# ---- design 1 ----
### src/rtl/stream_max_tracker_if.sv
// Handshake bundle for stream_max_tracker: sample stream in, frame summary out.
// master = producer/consumer side, slave = tracker.
interface stream_max_tracker_if #(
  parameter int WIDTH = 4,
  parameter int IDX_W = 4
);
  logic             in_valid;
  logic             in_ready;
  logic [WIDTH-1:0] in_data;
  logic             in_last;
  logic             out_valid;
  logic             out_ready;
  logic [WIDTH-1:0] out_max;
  logic [IDX_W-1:0] out_idx;
  logic [IDX_W:0]   out_len;
  logic             out_trunc;

  modport master (
    output in_valid, in_data, in_last, out_ready,
    input  in_ready, out_valid, out_max, out_idx, out_len, out_trunc
  );

  modport slave (
    input  in_valid, in_data, in_last, out_ready,
    output in_ready, out_valid, out_max, out_idx, out_len, out_trunc
  );
endinterface

### src/rtl/stream_max_tracker.sv
// Tracks the running maximum of a framed sample stream and holds the frame
// summary (max, first index of max, length, truncation flag) until taken.
module stream_max_tracker #(
  parameter int WIDTH   = 4,
  parameter int MAX_LEN = 16,
  parameter int IDX_W   = 4
) (
  input logic             clk,
  input logic             rst,
  stream_max_tracker_if.slave bus
);

  typedef enum logic [1:0] {IDLE, ACC, DONE} state_t;

  localparam logic [IDX_W:0] ONE     = (IDX_W+1)'(1);
  localparam logic [IDX_W:0] LEN_MAX = (IDX_W+1)'(MAX_LEN);

  state_t           state;
  logic [WIDTH-1:0] run_max;
  logic [IDX_W-1:0] run_idx;
  logic [IDX_W:0]   len;
  logic [WIDTH-1:0] max_q;
  logic [IDX_W-1:0] idx_q;
  logic [IDX_W:0]   len_q;
  logic             trunc_q;

  logic             accept;
  logic             close;
  logic [WIDTH-1:0] acc_max;
  logic [IDX_W-1:0] acc_idx;
  logic [IDX_W:0]   acc_len;

  assign accept = bus.in_valid && (state != DONE);

  // Running values including the sample on this edge; the IDLE case yields
  // len 1, so the MAX_LEN==1 close falls out of the same length compare.
  always_comb begin
    acc_max = bus.in_data;
    acc_idx = '0;
    acc_len = ONE;
    if (state == ACC) begin
      if (bus.in_data > run_max) begin
        acc_max = bus.in_data;
        acc_idx = len[IDX_W-1:0];
      end else begin
        acc_max = run_max;
        acc_idx = run_idx;
      end
      acc_len = len + ONE;
    end
    close = bus.in_last || (acc_len == LEN_MAX);
  end

  always_ff @(posedge clk or posedge rst) begin
    if (rst) begin
      state   <= IDLE;
      run_max <= '0;
      run_idx <= '0;
      len     <= '0;
      max_q   <= '0;
      idx_q   <= '0;
      len_q   <= '0;
      trunc_q <= 1'b0;
    end else begin
      case (state)
        IDLE, ACC: begin
          if (accept) begin
            run_max <= acc_max;
            run_idx <= acc_idx;
            len     <= acc_len;
            if (close) begin
              state   <= DONE;
              max_q   <= acc_max;
              idx_q   <= acc_idx;
              len_q   <= acc_len;
              trunc_q <= !bus.in_last;
            end else begin
              state <= ACC;
            end
          end
        end
        DONE: begin
          if (bus.out_ready) state <= IDLE;
        end
        default: state <= IDLE;
      endcase
    end
  end

  assign bus.in_ready  = (state != DONE);
  assign bus.out_valid = (state == DONE);
  assign bus.out_max   = max_q;
  assign bus.out_idx   = idx_q;
  assign bus.out_len   = len_q;
  assign bus.out_trunc = trunc_q;

endmodule

### src/flat_wrapper.sv
// flat-port wrapper written by rule: the top's interface ports become plain ports
module stream_max_tracker_flat 
#(
  parameter int WIDTH   = 4,
  parameter int MAX_LEN = 16,
  parameter int IDX_W   = 4
)
  (clk, rst, bus_in_valid, bus_in_data, bus_in_last, bus_out_ready, bus_in_ready, bus_out_valid, bus_out_max, bus_out_idx, bus_out_len, bus_out_trunc);
  stream_max_tracker_if #(.WIDTH(WIDTH), .IDX_W(IDX_W)) bus_i ();
  input logic clk;
  input logic rst;
  input wire logic [$bits(bus_i.in_valid)-1:0] bus_in_valid;
  input wire logic [$bits(bus_i.in_data)-1:0] bus_in_data;
  input wire logic [$bits(bus_i.in_last)-1:0] bus_in_last;
  input wire logic [$bits(bus_i.out_ready)-1:0] bus_out_ready;
  output wire logic [$bits(bus_i.in_ready)-1:0] bus_in_ready;
  output wire logic [$bits(bus_i.out_valid)-1:0] bus_out_valid;
  output wire logic [$bits(bus_i.out_max)-1:0] bus_out_max;
  output wire logic [$bits(bus_i.out_idx)-1:0] bus_out_idx;
  output wire logic [$bits(bus_i.out_len)-1:0] bus_out_len;
  output wire logic [$bits(bus_i.out_trunc)-1:0] bus_out_trunc;
  assign bus_i.in_valid = bus_in_valid;
  assign bus_i.in_data = bus_in_data;
  assign bus_i.in_last = bus_in_last;
  assign bus_i.out_ready = bus_out_ready;
  assign bus_in_ready = bus_i.in_ready;
  assign bus_out_valid = bus_i.out_valid;
  assign bus_out_max = bus_i.out_max;
  assign bus_out_idx = bus_i.out_idx;
  assign bus_out_len = bus_i.out_len;
  assign bus_out_trunc = bus_i.out_trunc;
  stream_max_tracker #(.WIDTH(WIDTH), .MAX_LEN(MAX_LEN), .IDX_W(IDX_W)) u_core (.clk(clk), .rst(rst), .bus(bus_i));
endmodule
### config.mk
export PLATFORM = sky130hd
export DESIGN_NAME = stream_max_tracker_flat
export DESIGN_NICKNAME = d
export VERILOG_FILES = /design/src/rtl/stream_max_tracker_if.sv /design/src/rtl/stream_max_tracker.sv /design/src/flat_wrapper.sv
export SDC_FILE = /design/constraint.sdc
export NUM_CORES = 1
export LEC_CHECK = 0
export ABC_AREA = 1
export CAP_MARGIN = 5
export CORE_ASPECT_RATIO = 1.75
export CORE_MARGIN = 2
export CORE_UTILIZATION = 27
export CTS_CLUSTER_DIAMETER = 40
export DETAILED_ROUTE_END_ITERATION = 10
export GPL_ROUTABILITY_DRIVEN = 0
export PLACE_DENSITY = 0.56
export SYNTH_ARGS = -nofsm -noshare
export SYNTH_HDL_FRONTEND = slang
export SYNTH_SLANG_ARGS = --single-unit
### constraint.sdc
create_clock -name clk -period 2.1 [get_ports clk]
set_clock_uncertainty 0.15 [all_clocks]
set_input_delay 0.21 -clock clk [delete_from_list [all_inputs] [get_ports clk]]
set_output_delay 0.21 -clock clk [all_outputs]
set_load 0.02 [all_outputs]
# ---- design 2 ----
--- src/rtl/bit_field_extractor.sv ---
// LSB-first bit-field unpacker: words enter a 2*DATA_WIDTH buffer, fields of 0..DATA_WIDTH bits leave from the bottom.
// Optional synchronous clear port enabled by defining BIT_FIELD_EXTRACTOR_FLUSH_EN.

module barrel_shifter_right #(
  parameter int WIDTH       = 16,
  parameter int SHIFT_WIDTH = 4
) (
  input  logic [WIDTH-1:0]       data,
  input  logic [SHIFT_WIDTH-1:0] shift,
  input  logic                   pad_value,
  output logic [WIDTH-1:0]       result
);
  logic [WIDTH-1:0] stage [SHIFT_WIDTH+1];

  assign stage[0] = data;

  // Each stage shifts by 2**i; every stage amount stays below WIDTH for the sizes used here.
  for (genvar i = 0; i < SHIFT_WIDTH; i++) begin : g_stage
    localparam int AMOUNT = 1 << i;
    assign stage[i+1] = shift[i] ? {{AMOUNT{pad_value}}, stage[i][WIDTH-1:AMOUNT]} : stage[i];
  end

  assign result = stage[SHIFT_WIDTH];
endmodule

module bit_field_extractor #(
  parameter int DATA_WIDTH   = 8,
  parameter int LENGTH_WIDTH = $clog2(DATA_WIDTH + 1),
  parameter int LEVEL_WIDTH  = $clog2(2 * DATA_WIDTH + 1)
) (
  input  logic                    clock,
  input  logic                    resetn,
  input  logic [DATA_WIDTH-1:0]   write_data,
  input  logic                    write_valid,
  output logic                    write_ready,
  input  logic [LENGTH_WIDTH-1:0] read_length,
  output logic                    read_valid,
  input  logic                    read_ready,
  output logic [DATA_WIDTH-1:0]   read_data,
  output logic [LEVEL_WIDTH-1:0]  level
`ifdef BIT_FIELD_EXTRACTOR_FLUSH_EN
  ,
  input  logic                    flush
`endif
);
  localparam int BUFFER_WIDTH = 2 * DATA_WIDTH;

  logic [BUFFER_WIDTH-1:0] buffer;
  logic [BUFFER_WIDTH-1:0] shifted;
  logic [LENGTH_WIDTH-1:0] len;
  logic [LENGTH_WIDTH-1:0] rd_len;
  logic [LEVEL_WIDTH-1:0]  remaining;
  logic                    write_fire;
  logic                    read_fire;
  logic                    clear;

`ifdef BIT_FIELD_EXTRACTOR_FLUSH_EN
  assign clear = flush;
`else
  assign clear = 1'b0;
`endif

  assign len = (read_length > LENGTH_WIDTH'(DATA_WIDTH)) ? LENGTH_WIDTH'(DATA_WIDTH) : read_length;

  // Ready depends on level only, so there is no combinational read->write path.
  assign write_ready = !clear && (level <= LEVEL_WIDTH'(DATA_WIDTH));
  assign read_valid  = !clear && (level >= LEVEL_WIDTH'(len));
  assign read_data   = buffer[DATA_WIDTH-1:0] & ~({DATA_WIDTH{1'b1}} << len);

  assign write_fire = write_valid && write_ready;
  assign read_fire  = read_valid && read_ready;
  assign rd_len     = read_fire ? len : '0;
  assign remaining  = level - LEVEL_WIDTH'(rd_len);

  barrel_shifter_right #(
    .WIDTH       (BUFFER_WIDTH),
    .SHIFT_WIDTH (LENGTH_WIDTH)
  ) u_shifter (
    .data      (buffer),
    .shift     (rd_len),
    .pad_value (1'b0),
    .result    (shifted)
  );

  // NOTE: state registers use non-blocking assignments so every flop samples pre-edge values.
  always_ff @(posedge clock) begin
    if (!resetn || clear) begin
      buffer <= '0;
      level  <= '0;
    end else begin
      // The new word lands directly above the bits that survive this cycle's read.
      buffer <= shifted | (write_fire ? (BUFFER_WIDTH'(write_data) << remaining) : '0);
      level  <= remaining + (write_fire ? LEVEL_WIDTH'(DATA_WIDTH) : '0);
    end
  end
endmodule

--- config.mk ---
export PLATFORM = sky130hd
export DESIGN_NAME = bit_field_extractor
export DESIGN_NICKNAME = d
export VERILOG_FILES = /design/src/rtl/bit_field_extractor.sv
export SDC_FILE = /design/constraint.sdc
export NUM_CORES = 1
export LEC_CHECK = 0
export ABC_AREA = 0
export CORE_ASPECT_RATIO = 1.4
export CORE_MARGIN = 2
export CORE_UTILIZATION = 56
export CTS_CLUSTER_DIAMETER = 30
export CTS_CLUSTER_SIZE = 25
export DETAILED_ROUTE_END_ITERATION = 7
export PLACE_DENSITY = 0.8
export SETUP_SLACK_MARGIN = 0.4
export SYNTH_ARGS = -nofsm -noshare
export SYNTH_HDL_FRONTEND = slang
export SYNTH_SLANG_ARGS = --single-unit
--- constraint.sdc ---
create_clock -name clock -period 4.86 [get_ports clock]
set_clock_uncertainty 0.1 [all_clocks]
set_input_delay 0.729 -clock clock [delete_from_list [all_inputs] [get_ports clock]]
set_output_delay 0.729 -clock clock [all_outputs]
set_load 0.005 [all_outputs]
# ---- design 3 ----
### src/rtl/sram_like_pkg.sv
// Shared types and helpers for the SRAM-like responder.
// Size encodings, byte-lane enables and the response entry bundle.
package sram_like_pkg;

    localparam logic [1:0] SZ_BYTE = 2'd0;
    localparam logic [1:0] SZ_HALF = 2'd1;
    localparam logic [1:0] SZ_WORD = 2'd2;

    localparam int RESP_CNT_W = 16;

    typedef struct packed {
        logic [31:0]           rdata;
        logic                  wr;
        logic [RESP_CNT_W-1:0] cnt;
    } resp_t;

    function automatic logic [3:0] byte_en(
        input logic [1:0] size,
        input logic [1:0] off
    );
        logic [3:0] be;
        case (size)
            SZ_BYTE: be = 4'b0001 << off;
            SZ_HALF: be = 4'b0011 << off;
            default: be = 4'b1111;
        endcase
        return be;
    endfunction

endpackage

### src/rtl/sram_like_if.sv
// CPU-side SRAM-like request/response bundle.
// The core is the master; the responder is the slave.
interface sram_like_if;

    logic        req;
    logic        wr;
    logic [1:0]  size;
    logic [31:0] addr;
    logic [31:0] wdata;
    logic        addr_ok;
    logic        data_ok;
    logic [31:0] rdata;

    modport master (
        output req, wr, size, addr, wdata,
        input  addr_ok, data_ok, rdata
    );

    modport slave (
        input  req, wr, size, addr, wdata,
        output addr_ok, data_ok, rdata
    );

endinterface

### src/rtl/sram_like_resp_fifo.sv
// In-order response FIFO with per-entry saturating delay counters.
// The head is ready once its counter has run down to zero.
module sram_like_resp_fifo
    import sram_like_pkg::*;
#(
    parameter int DEPTH = 4,
    parameter int CW    = 4,
    localparam int PW   = (DEPTH > 1) ? $clog2(DEPTH) : 1,
    localparam int NW   = $clog2(DEPTH + 1)
) (
    input  logic          clk,
    input  logic          rst,
    input  logic          push,
    input  resp_t         push_entry,
    input  logic          pop,
    output logic [31:0]   head_rdata,
    output logic          head_wr,
    output logic          head_ready,
    output logic [NW-1:0] count
);

    logic [31:0]   rdata_q [DEPTH];
    logic          wr_q    [DEPTH];
    logic [CW-1:0] cnt_q   [DEPTH];
    logic [PW-1:0] wptr;
    logic [PW-1:0] rptr;
    logic          push_nz;
    logic [CW-1:0] push_cnt;

    function automatic logic [PW-1:0] nxt(input logic [PW-1:0] p);
        return (p == PW'(DEPTH - 1)) ? '0 : p + 1'b1;
    endfunction

    // The push cycle already counts as one elapsed delay cycle.
    always_comb begin
        push_nz  = |push_entry.cnt;
        push_cnt = '0;
        if (push_nz)
            push_cnt = push_entry.cnt[CW-1:0] - 1'b1;
    end

    // Storage, pointers, occupancy and per-entry countdown.
    always_ff @(posedge clk or posedge rst) begin
        if (rst) begin
            wptr  <= '0;
            rptr  <= '0;
            count <= '0;
            for (int i = 0; i < DEPTH; i++) begin
                rdata_q[i] <= '0;
                wr_q[i]    <= 1'b0;
                cnt_q[i]   <= '0;
            end
        end else begin
            for (int i = 0; i < DEPTH; i++) begin
                if (cnt_q[i] != '0)
                    cnt_q[i] <= cnt_q[i] - 1'b1;
            end
            if (push) begin
                rdata_q[wptr] <= push_entry.rdata;
                wr_q[wptr]    <= push_entry.wr;
                cnt_q[wptr]   <= push_cnt;
                wptr          <= nxt(wptr);
            end
            if (pop)
                rptr <= nxt(rptr);
            case ({push, pop})
                2'b10:   count <= count + 1'b1;
                2'b01:   count <= count - 1'b1;
                default: ;
            endcase
        end
    end

    // Head view for the completion path.
    always_comb begin
        head_rdata = rdata_q[rptr];
        head_wr    = wr_q[rptr];
        head_ready = (count != '0) && (cnt_q[rptr] == '0);
    end

endmodule

### src/rtl/sram_like_responder.sv
// Responder end of the SRAM-like bus in front of a 1-cycle SRAM.
// Programmable latency plus optional LFSR-driven stalls and delays.
module sram_like_responder
    import sram_like_pkg::*;
#(
    parameter int         DEPTH      = 4,
    parameter int         LATENCY    = 0,
    parameter int         RAND_STALL = 0,
    parameter int         RAND_DELAY = 0,
    parameter logic [7:0] SEED       = 8'hA5
) (
    input  logic        clk,
    input  logic        rst,
    sram_like_if.slave  bus,
    output logic        sram_en,
    output logic [3:0]  sram_wen,
    output logic [31:0] sram_addr,
    output logic [31:0] sram_wdata,
    input  logic [31:0] sram_rdata
);

    localparam int CW = $clog2(LATENCY + 8) + 1;
    localparam int NW = $clog2(DEPTH + 1);
    localparam int OW = $clog2(DEPTH + 2);

    logic [7:0]    lfsr;
    logic          stall;
    logic          accept;
    logic [OW-1:0] occ;
    logic [CW-1:0] dly_d;
    logic          s1_valid;
    logic          s1_wr;
    logic [CW-1:0] s1_dly;
    logic [NW-1:0] fifo_count;
    logic          bypass;
    logic          push;
    logic          head_ready;
    logic          head_wr;
    logic [31:0]   head_rdata;
    resp_t         push_entry;

    // Free-running x^8+x^6+x^5+x^4+1 Fibonacci LFSR.
    always_ff @(posedge clk or posedge rst) begin
        if (rst)
            lfsr <= SEED;
        else
            lfsr <= {lfsr[6:0], lfsr[7] ^ lfsr[5] ^ lfsr[4] ^ lfsr[3]};
    end

    // Accept decision and the SRAM access it launches.
    always_comb begin
        stall    = (RAND_STALL != 0) && lfsr[0] && lfsr[1];
        occ      = OW'(fifo_count) + OW'(s1_valid);
        accept   = bus.req && !rst && (occ < OW'(DEPTH)) && !stall;
        dly_d    = CW'(LATENCY);
        if (RAND_DELAY != 0)
            dly_d = dly_d + CW'(lfsr[4:2]);
        bus.addr_ok = accept;
        sram_en     = accept;
        sram_wen    = '0;
        if (accept && bus.wr)
            sram_wen = byte_en(bus.size, bus.addr[1:0]);
        sram_addr  = {bus.addr[31:2], 2'b00};
        sram_wdata = bus.wdata;
    end

    // Stage-1 tracks the access whose SRAM data arrives this cycle.
    always_ff @(posedge clk or posedge rst) begin
        if (rst) begin
            s1_valid <= 1'b0;
            s1_wr    <= 1'b0;
            s1_dly   <= '0;
        end else begin
            s1_valid <= accept;
            s1_wr    <= bus.wr;
            s1_dly   <= dly_d;
        end
    end

    // Bypass only when nothing older is queued, keeping order.
    always_comb begin
        bypass           = s1_valid && (fifo_count == '0) && (s1_dly == '0);
        push             = s1_valid && !bypass;
        push_entry.rdata = s1_wr ? 32'h0 : sram_rdata;
        push_entry.wr    = s1_wr;
        push_entry.cnt   = RESP_CNT_W'(s1_dly);
    end

    // Completion mux: bypassed stage-1 or the FIFO head.
    always_comb begin
        bus.data_ok = 1'b0;
        bus.rdata   = '0;
        if (bypass) begin
            bus.data_ok = 1'b1;
            bus.rdata   = s1_wr ? 32'h0 : sram_rdata;
        end else if (head_ready) begin
            bus.data_ok = 1'b1;
            bus.rdata   = head_wr ? 32'h0 : head_rdata;
        end
    end

    sram_like_resp_fifo #(
        .DEPTH (DEPTH),
        .CW    (CW)
    ) u_fifo (
        .clk        (clk),
        .rst        (rst),
        .push       (push),
        .push_entry (push_entry),
        .pop        (head_ready),
        .head_rdata (head_rdata),
        .head_wr    (head_wr),
        .head_ready (head_ready),
        .count      (fifo_count)
    );

endmodule

### src/flat_wrapper.sv
// flat-port wrapper written by rule: the top's interface ports become plain ports
module sram_like_responder_flat import sram_like_pkg::*;
#(
    parameter int         DEPTH      = 4,
    parameter int         LATENCY    = 0,
    parameter int         RAND_STALL = 0,
    parameter int         RAND_DELAY = 0,
    parameter logic [7:0] SEED       = 8'hA5
)
  (clk, rst, sram_en, sram_wen, sram_addr, sram_wdata, sram_rdata, bus_req, bus_wr, bus_size, bus_addr, bus_wdata, bus_addr_ok, bus_data_ok, bus_rdata);
  sram_like_if bus_i ();
  input  logic clk;
  input  logic rst;
  output logic sram_en;
  output logic [3:0] sram_wen;
  output logic [31:0] sram_addr;
  output logic [31:0] sram_wdata;
  input  logic [31:0] sram_rdata;
  input wire logic [$bits(bus_i.req)-1:0] bus_req;
  input wire logic [$bits(bus_i.wr)-1:0] bus_wr;
  input wire logic [$bits(bus_i.size)-1:0] bus_size;
  input wire logic [$bits(bus_i.addr)-1:0] bus_addr;
  input wire logic [$bits(bus_i.wdata)-1:0] bus_wdata;
  output wire logic [$bits(bus_i.addr_ok)-1:0] bus_addr_ok;
  output wire logic [$bits(bus_i.data_ok)-1:0] bus_data_ok;
  output wire logic [$bits(bus_i.rdata)-1:0] bus_rdata;
  assign bus_i.req = bus_req;
  assign bus_i.wr = bus_wr;
  assign bus_i.size = bus_size;
  assign bus_i.addr = bus_addr;
  assign bus_i.wdata = bus_wdata;
  assign bus_addr_ok = bus_i.addr_ok;
  assign bus_data_ok = bus_i.data_ok;
  assign bus_rdata = bus_i.rdata;
  sram_like_responder #(.DEPTH(DEPTH), .LATENCY(LATENCY), .RAND_STALL(RAND_STALL), .RAND_DELAY(RAND_DELAY), .SEED(SEED)) u_core (.clk(clk), .rst(rst), .bus(bus_i), .sram_en(sram_en), .sram_wen(sram_wen), .sram_addr(sram_addr), .sram_wdata(sram_wdata), .sram_rdata(sram_rdata));
endmodule
### config.mk
export PLATFORM = sky130hd
export DESIGN_NAME = sram_like_responder_flat
export DESIGN_NICKNAME = d
export VERILOG_FILES = /design/src/rtl/sram_like_pkg.sv /design/src/rtl/sram_like_if.sv /design/src/rtl/sram_like_resp_fifo.sv /design/src/rtl/sram_like_responder.sv /design/src/flat_wrapper.sv
export SDC_FILE = /design/constraint.sdc
export NUM_CORES = 1
export LEC_CHECK = 0
export CORE_ASPECT_RATIO = 0.5
export CORE_MARGIN = 3
export CORE_UTILIZATION = 50
export CTS_CLUSTER_DIAMETER = 30
export CTS_CLUSTER_SIZE = 10
export DETAILED_ROUTE_END_ITERATION = 6
export PLACE_DENSITY = 0.91
export SKIP_CTS_REPAIR_TIMING = 1
export SYNTH_ARGS = -nofsm -noshare
export SYNTH_HDL_FRONTEND = slang
export SYNTH_SLANG_ARGS = --single-unit
### constraint.sdc
create_clock -name clk -period 9.8 [get_ports clk]
set_input_delay 2.45 -clock clk [delete_from_list [all_inputs] [get_ports clk]]
set_output_delay 2.45 -clock clk [all_outputs]
set_load 0.005 [all_outputs]
==> design_2/gate_families.png <==
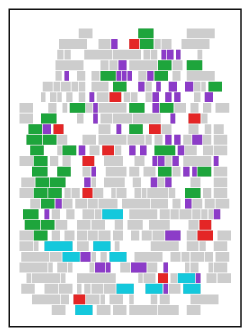
family	colour	cells
adder and majority cells	cyan	10
multiplexers	green	34
NAND gates	purple	54
AND-OR and OR-AND gates	red	12
dominant logic cell type in the layout: clkdlybuf4s50_1
combinational share of cell area: 0.646
final std cells w/o fill: 366

==> impl_metrics.csv, design 2 <==
group,metric,value,unit
die,io_pins,31,
setup_path,critPathLaunchType,"input port",
setup_path,path_class,"in -> reg",
power_and_ir_drop,ir_drop,0.394,mV
drt,drc,4,
cells_and_area,num_antenna_cells,0,
cells_and_area,nClkBuffers,3,
drt,m1WireLength,2710,um
cells_and_area,area.combinational,1800,sq um
place,dp_slack,0.250,ns
drt,wl_met3,380,um
outcome,violations,"DRC",
drt,via_count,2448,
job,cap_violations,0,
clock_network,postCtsSetupBuffers,0,
drt,wl_met2,3420,um
synthesis,synth-async-reset-ratio,0,
cells_and_area,final-nonclk-buf-share,0.149,
global_routing,track_usage,0.306,
power_and_ir_drop,power.density,527,nW/um^2
outcome,outcome,"finished, violations left",
drt,first_iter_violations,230,
drt,ant_nets,0,
min_path,hold_end,"buffer[15]",
clock_network,numCtsBuffers,3,
[design 2: critical path: stages]
cell and delay, ns:
clkdlybuf4s50_1 0.57, nor2b_1 0.19, inv_1 0.06, ha_1 0.21, a211oi_4 0.32, o21ai_2 0.13
nand2_4 0.07, inv_1 0.05, ha_1 0.20, fa_1 0.44, nand3b_1 0.25, a2111oi_4 0.40
o21ai_2 0.18, nor3_2 0.19, a211oi_1 0.09, a221oi_2 0.27
[design 2: power groups by stage]
stage	combinational [mW]	sequential, mW	clock, mW
2_1_floorplan	0.732	0.281	0
3_3_place_gp	0.997	0.306	0
3_5_place_dp	1.01	0.307	0
4_1_cts	1.01	0.302	0.119
5_1_grt	1.13	0.313	0.126
6_report	1.04	0.306	0.120
[design 2: cells by family (layout without fill, tap and decap cells)]
| group | after synthesis | count (layout) | synth area share |
|---|---|---|---|
| and+or+nand+nor | 108 | 108 | 0.247 |
| AOI/OAI and AO/OA | 85 | 85 | 0.285 |
| DFF | 21 | 21 | 0.178 |
| buffers and inverters | 29 | 61 | 0.0658 |
| xor gates and xnor gates | 4 | 4 | 0.0149 |
| adders and majority gates | 10 | 10 | 0.0563 |
| muxes | 34 | 34 | 0.153 |
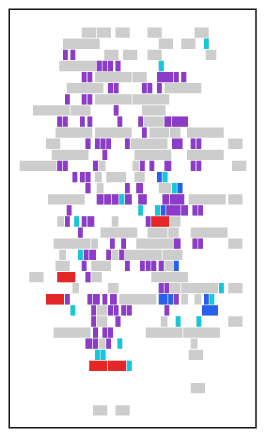
(design_1/gate_families.png)
family	colour	cells
inverters	cyan	18
NOR gates	blue	8
adder and majority cells	red	5
NAND gates	purple	107
dominant logic cell type in the layout: nand2_1
final std cells w/o fill: 300
combinational share of cell area: 0.336

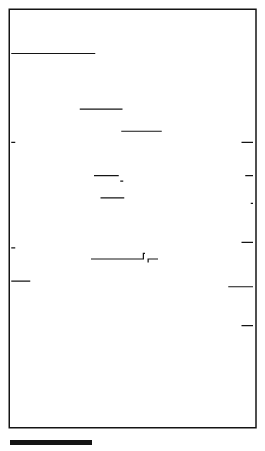
(design_1/met3.png)
Scale bar: 20 um.
share of all routed wire	2.5%
wire length on this layer	89.7 um
nets with wire on the layer	13
longest straight run	20.2 um
met3 global-route usage: 0.0304
Routed WL: 3550 um
via count: 1287

==> impl_metrics.csv, design 1 <==
group,metric,value,unit
setup_path,crit_cells,10,
setup_path,crit_slowest_cell,"dfrtp_1",
final_timing,setup_tns,0,ns
outcome,outcome,"completed",
synthesis,synthXorXnorAreaFrac,0.00590,
power_and_ir_drop,power.density,913,nW/um^2
clock_network,cts_tree,"done",
cells_and_area,nets,239,
cells_and_area,nClkBuffers,7,
setup_path,crit_family,"simple AND/OR/NAND/NOR gates",
clock_network,clkSlewWorstSetupHoldPaths,0.06,ns
synthesis,ys_sh_simple,0.333,
global_routing,track_usage,0.133,
final_timing,tightest_slew,0.377,ns
global_routing,grt_pass1_vias,1310,
final_timing,rsz0062_at_grt,"no",
setup_path,r2r_slack,0.21,ns
cells_and_area,utilization,0.370,
cells_and_area,area.combinational,658,sq um
final_timing,finalHoldViolations,0,
setup_path,cp-end-kind,"flop",
cells_and_area,numSequentialCells,29,
synthesis,mux_share,0,
cells_and_area,nMultiInputCombCells,137,
place,dpl.hpwl,2790,um
place,dp_slack,0.0229,ns
power_and_ir_drop,total_power,1.79,mW
final_timing,period_used_share,0.898,
place,placed_area,1860,sq um
cells_and_area,final-nonclk-buf-share,0.161,
drt,routedWlPerCell,11.8,um
clock_network,cts_hold_buf,0,
setup_path,worstSetupEndpoint,"u_core.bus.out_max[3]",
cells_and_area,clk_share,0.0517,
synthesis,syn-cell-area,1490,sq um
synthesis,synth_seq_share,0.489,
die,tap_cells,74,
synthesis,syn_area_per_cell,7.86,sq um
drt,drc,0,
setup_path,rr_startpoint,"u_core.len[1]",
synthesis,ys_sh_aoi,0.0623,
place,place.port_buffers,24,
setup_path,crit_path_cell_trace,"ha_1 -> nand3_1 -> nand2_1 -> nand2_1 -> nor2_2 -> nand3_2 -> nand2_4 -> nand2_4 -> nand2_1 -> nand2_1",
final_timing,setup_slack,0.215,ns
-- design 1: placed cells by master (no fill, tap or decap), types with 2 or more instances in the layout --
cell type and n:
nand2_1 86, clkinv_1 2, nor2_1 6, inv_1 15, a21oi_1 7, buf_4 10, o21ai_0 3, nand3_1 15
ha_1 5, clkdlybuf4s50_1 24, clkbuf_8 7, o21ai_1 4, nand2_4 2, nand3_2 2, dfrtp_1 29
-- design 1: power by group --
part	switching [mW]	total, mW	internal, mW	leakage [nW]
sequential	0.0676	0.720	0.652	0.379
clock	0.207	0.502	0.296	0.0542
combinational	0.326	0.567	0.241	0.562
total	0.600	1.79	1.19	0.995
-- design 1: synthesized netlist by cell type, drive strengths merged --
library cell,n,share of area
nor2,8,0.027
nand4,1,0.0042
nand2,88,0.23
xor2,1,0.0059
nand3b,1,0.0051
nand3,17,0.064
clkinv,2,0.0051
a31oi,1,0.0042
clkbuf,1,0.0025
dfrtp,29,0.49
inv,16,0.040
buf,4,0.020
a21oi,8,0.035
ha,5,0.042
o21ai,7,0.024
-- design 1: layer usage --
layer,share of wire,global-route usage
met1,0.39,0.135
met2,0.57,0.247
met3,0.025,0.0304
met4,0.014,0.0564
met5,0,0
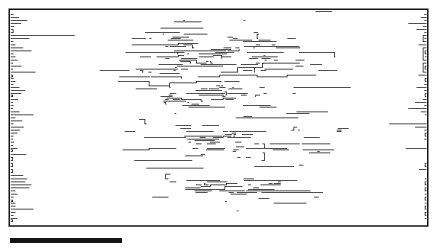
(design_3/met3.png)
Scale bar: 50 um.
wire length on this layer	2060 um
nets with wire on the layer	178
longest straight run	28.5 um
Routed WL: 22100 um
met3 global-route usage: 0.0566
via count: 6710

==> impl_metrics.csv, design 3 <==
group,metric,value,unit
job,log.warning_count,29,
power_and_ir_drop,pwr-share-clk,0.508,
drt,first_iter_violations,770,
final_timing,setup_tns,0,ns
setup_path,critPathMostFrequentCell,"clkdlybuf4s50_1",
drt,routedWlPerCell,20.2,um
place,dp.cells,1058,
setup_path,worstSetupEndpoint,"sram_wen[3]",
setup_path,cp_max_fo,79,
synthesis,ys_cells,873,
synthesis,syn_area_per_cell,9.30,sq um
final_timing,clock.fmax,142,MHz
power_and_ir_drop,total_power,1.45,mW
setup_path,cp.required,7.35,ns
drt,drc,3,
clock_network,cts-htree-levels,4,
min_path,whs_path_depth,2,
final_timing,finalClockSkew,0.0122,ns
synthesis,ys_ff,157,
synthesis,netlist_logic_family_top,"simple AND/OR/NAND/NOR gates",
die,die-area,17900,sq um
setup_path,crit_start,"rst",
outcome,outcome,"finished, violations left",
clock_network,cts_max_path_buffers,2,
final_timing,rsz0062_at_grt,"no",
outcome,violations,"DRC",
setup_path,critPathArrivalTime,4.61,ns
place,dp_slack,2.68,ns
min_path,hold_end,"u_core.u_fifo.rdata_q[5]",
clock_network,clk_latency,0.43,ns
cells_and_area,layout.cells.most_common,"dfrtp_1",
die,num_rows,32,
synthesis,synth-adder-area-share,0.0179,
cells_and_area,area.combinational,3380,sq um
synthesis,syn-cell-area,8120,sq um
cells_and_area,utilization,0.586,
place,place.port_buffers,78,
cells_and_area,final_cell_mix,"dfrtp_1 (155), nand2_1 (152), o21ai_0 (131)",
final_timing,slew_headroom,0.328,
min_path,hp-class,"reg -> reg",
synthesis,synth-async-reset-ratio,1.00,
drt,drt-vias-per-instance,6.16,
power_and_ir_drop,ir_drop,0.111,mV
==> design 3: synthesized netlist by cell type (all sizes together) (10+ instances only) <==
cell type	count	area share
dfrtp	157	0.48
nand2	152	0.070
o21ai	131	0.081
buf	78	0.071
clkbuf	48	0.022
nor3	37	0.023
nand2b	36	0.028
mux2	35	0.049
mux2i	35	0.043
a31oi	33	0.025
o22ai	33	0.025
nor2	19	0.0088
inv	17	0.0079
a21oi	10	0.0062
ha	10	0.015
==> design 3: sequential cells by signal, indices dropped and copies added (netlist names) <==
name,flops
u_core.s1_valid,1
u_core.u_fifo.rptr,2
u_core.u_fifo.count,3
u_core.s1_wr,1
u_core.u_fifo.wr_q,4
u_core.u_fifo.cnt_q,16
u_core.u_fifo.rdata_q,128
u_core.u_fifo.wptr,2
==> design 3: cell type report <==
| class | count | area share |
|---|---|---|
| clock buffer | 20 | 0.0509 |
| clock inverter | 11 | 0.0206 |
| inverter | 17 | 0.00750 |
| multi-input combinational | 574 | 0.369 |
| sequential | 157 | 0.428 |
| tap | 221 | 0.0301 |
| timing repair buffer | 89 | 0.0941 |


==> screenshots <==
Routing congestion.
image #1
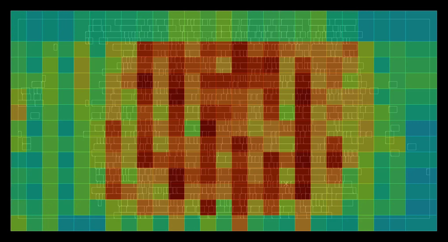
image #2
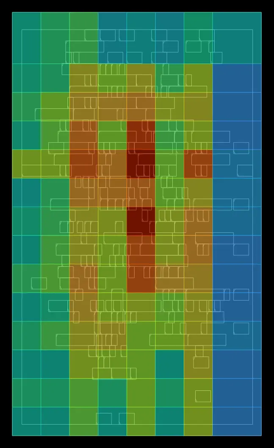
image #3
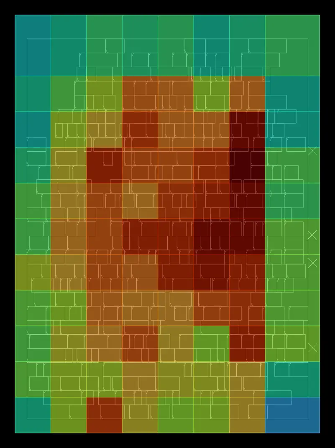
Design 3 is image #1.
Design 1 is image #2.
Design 2 is image #3.
The one with the least wire per cell is image #2.
The one with the lowest utilization is image #2.

Power is estimated from default activity; no workload was simulated.
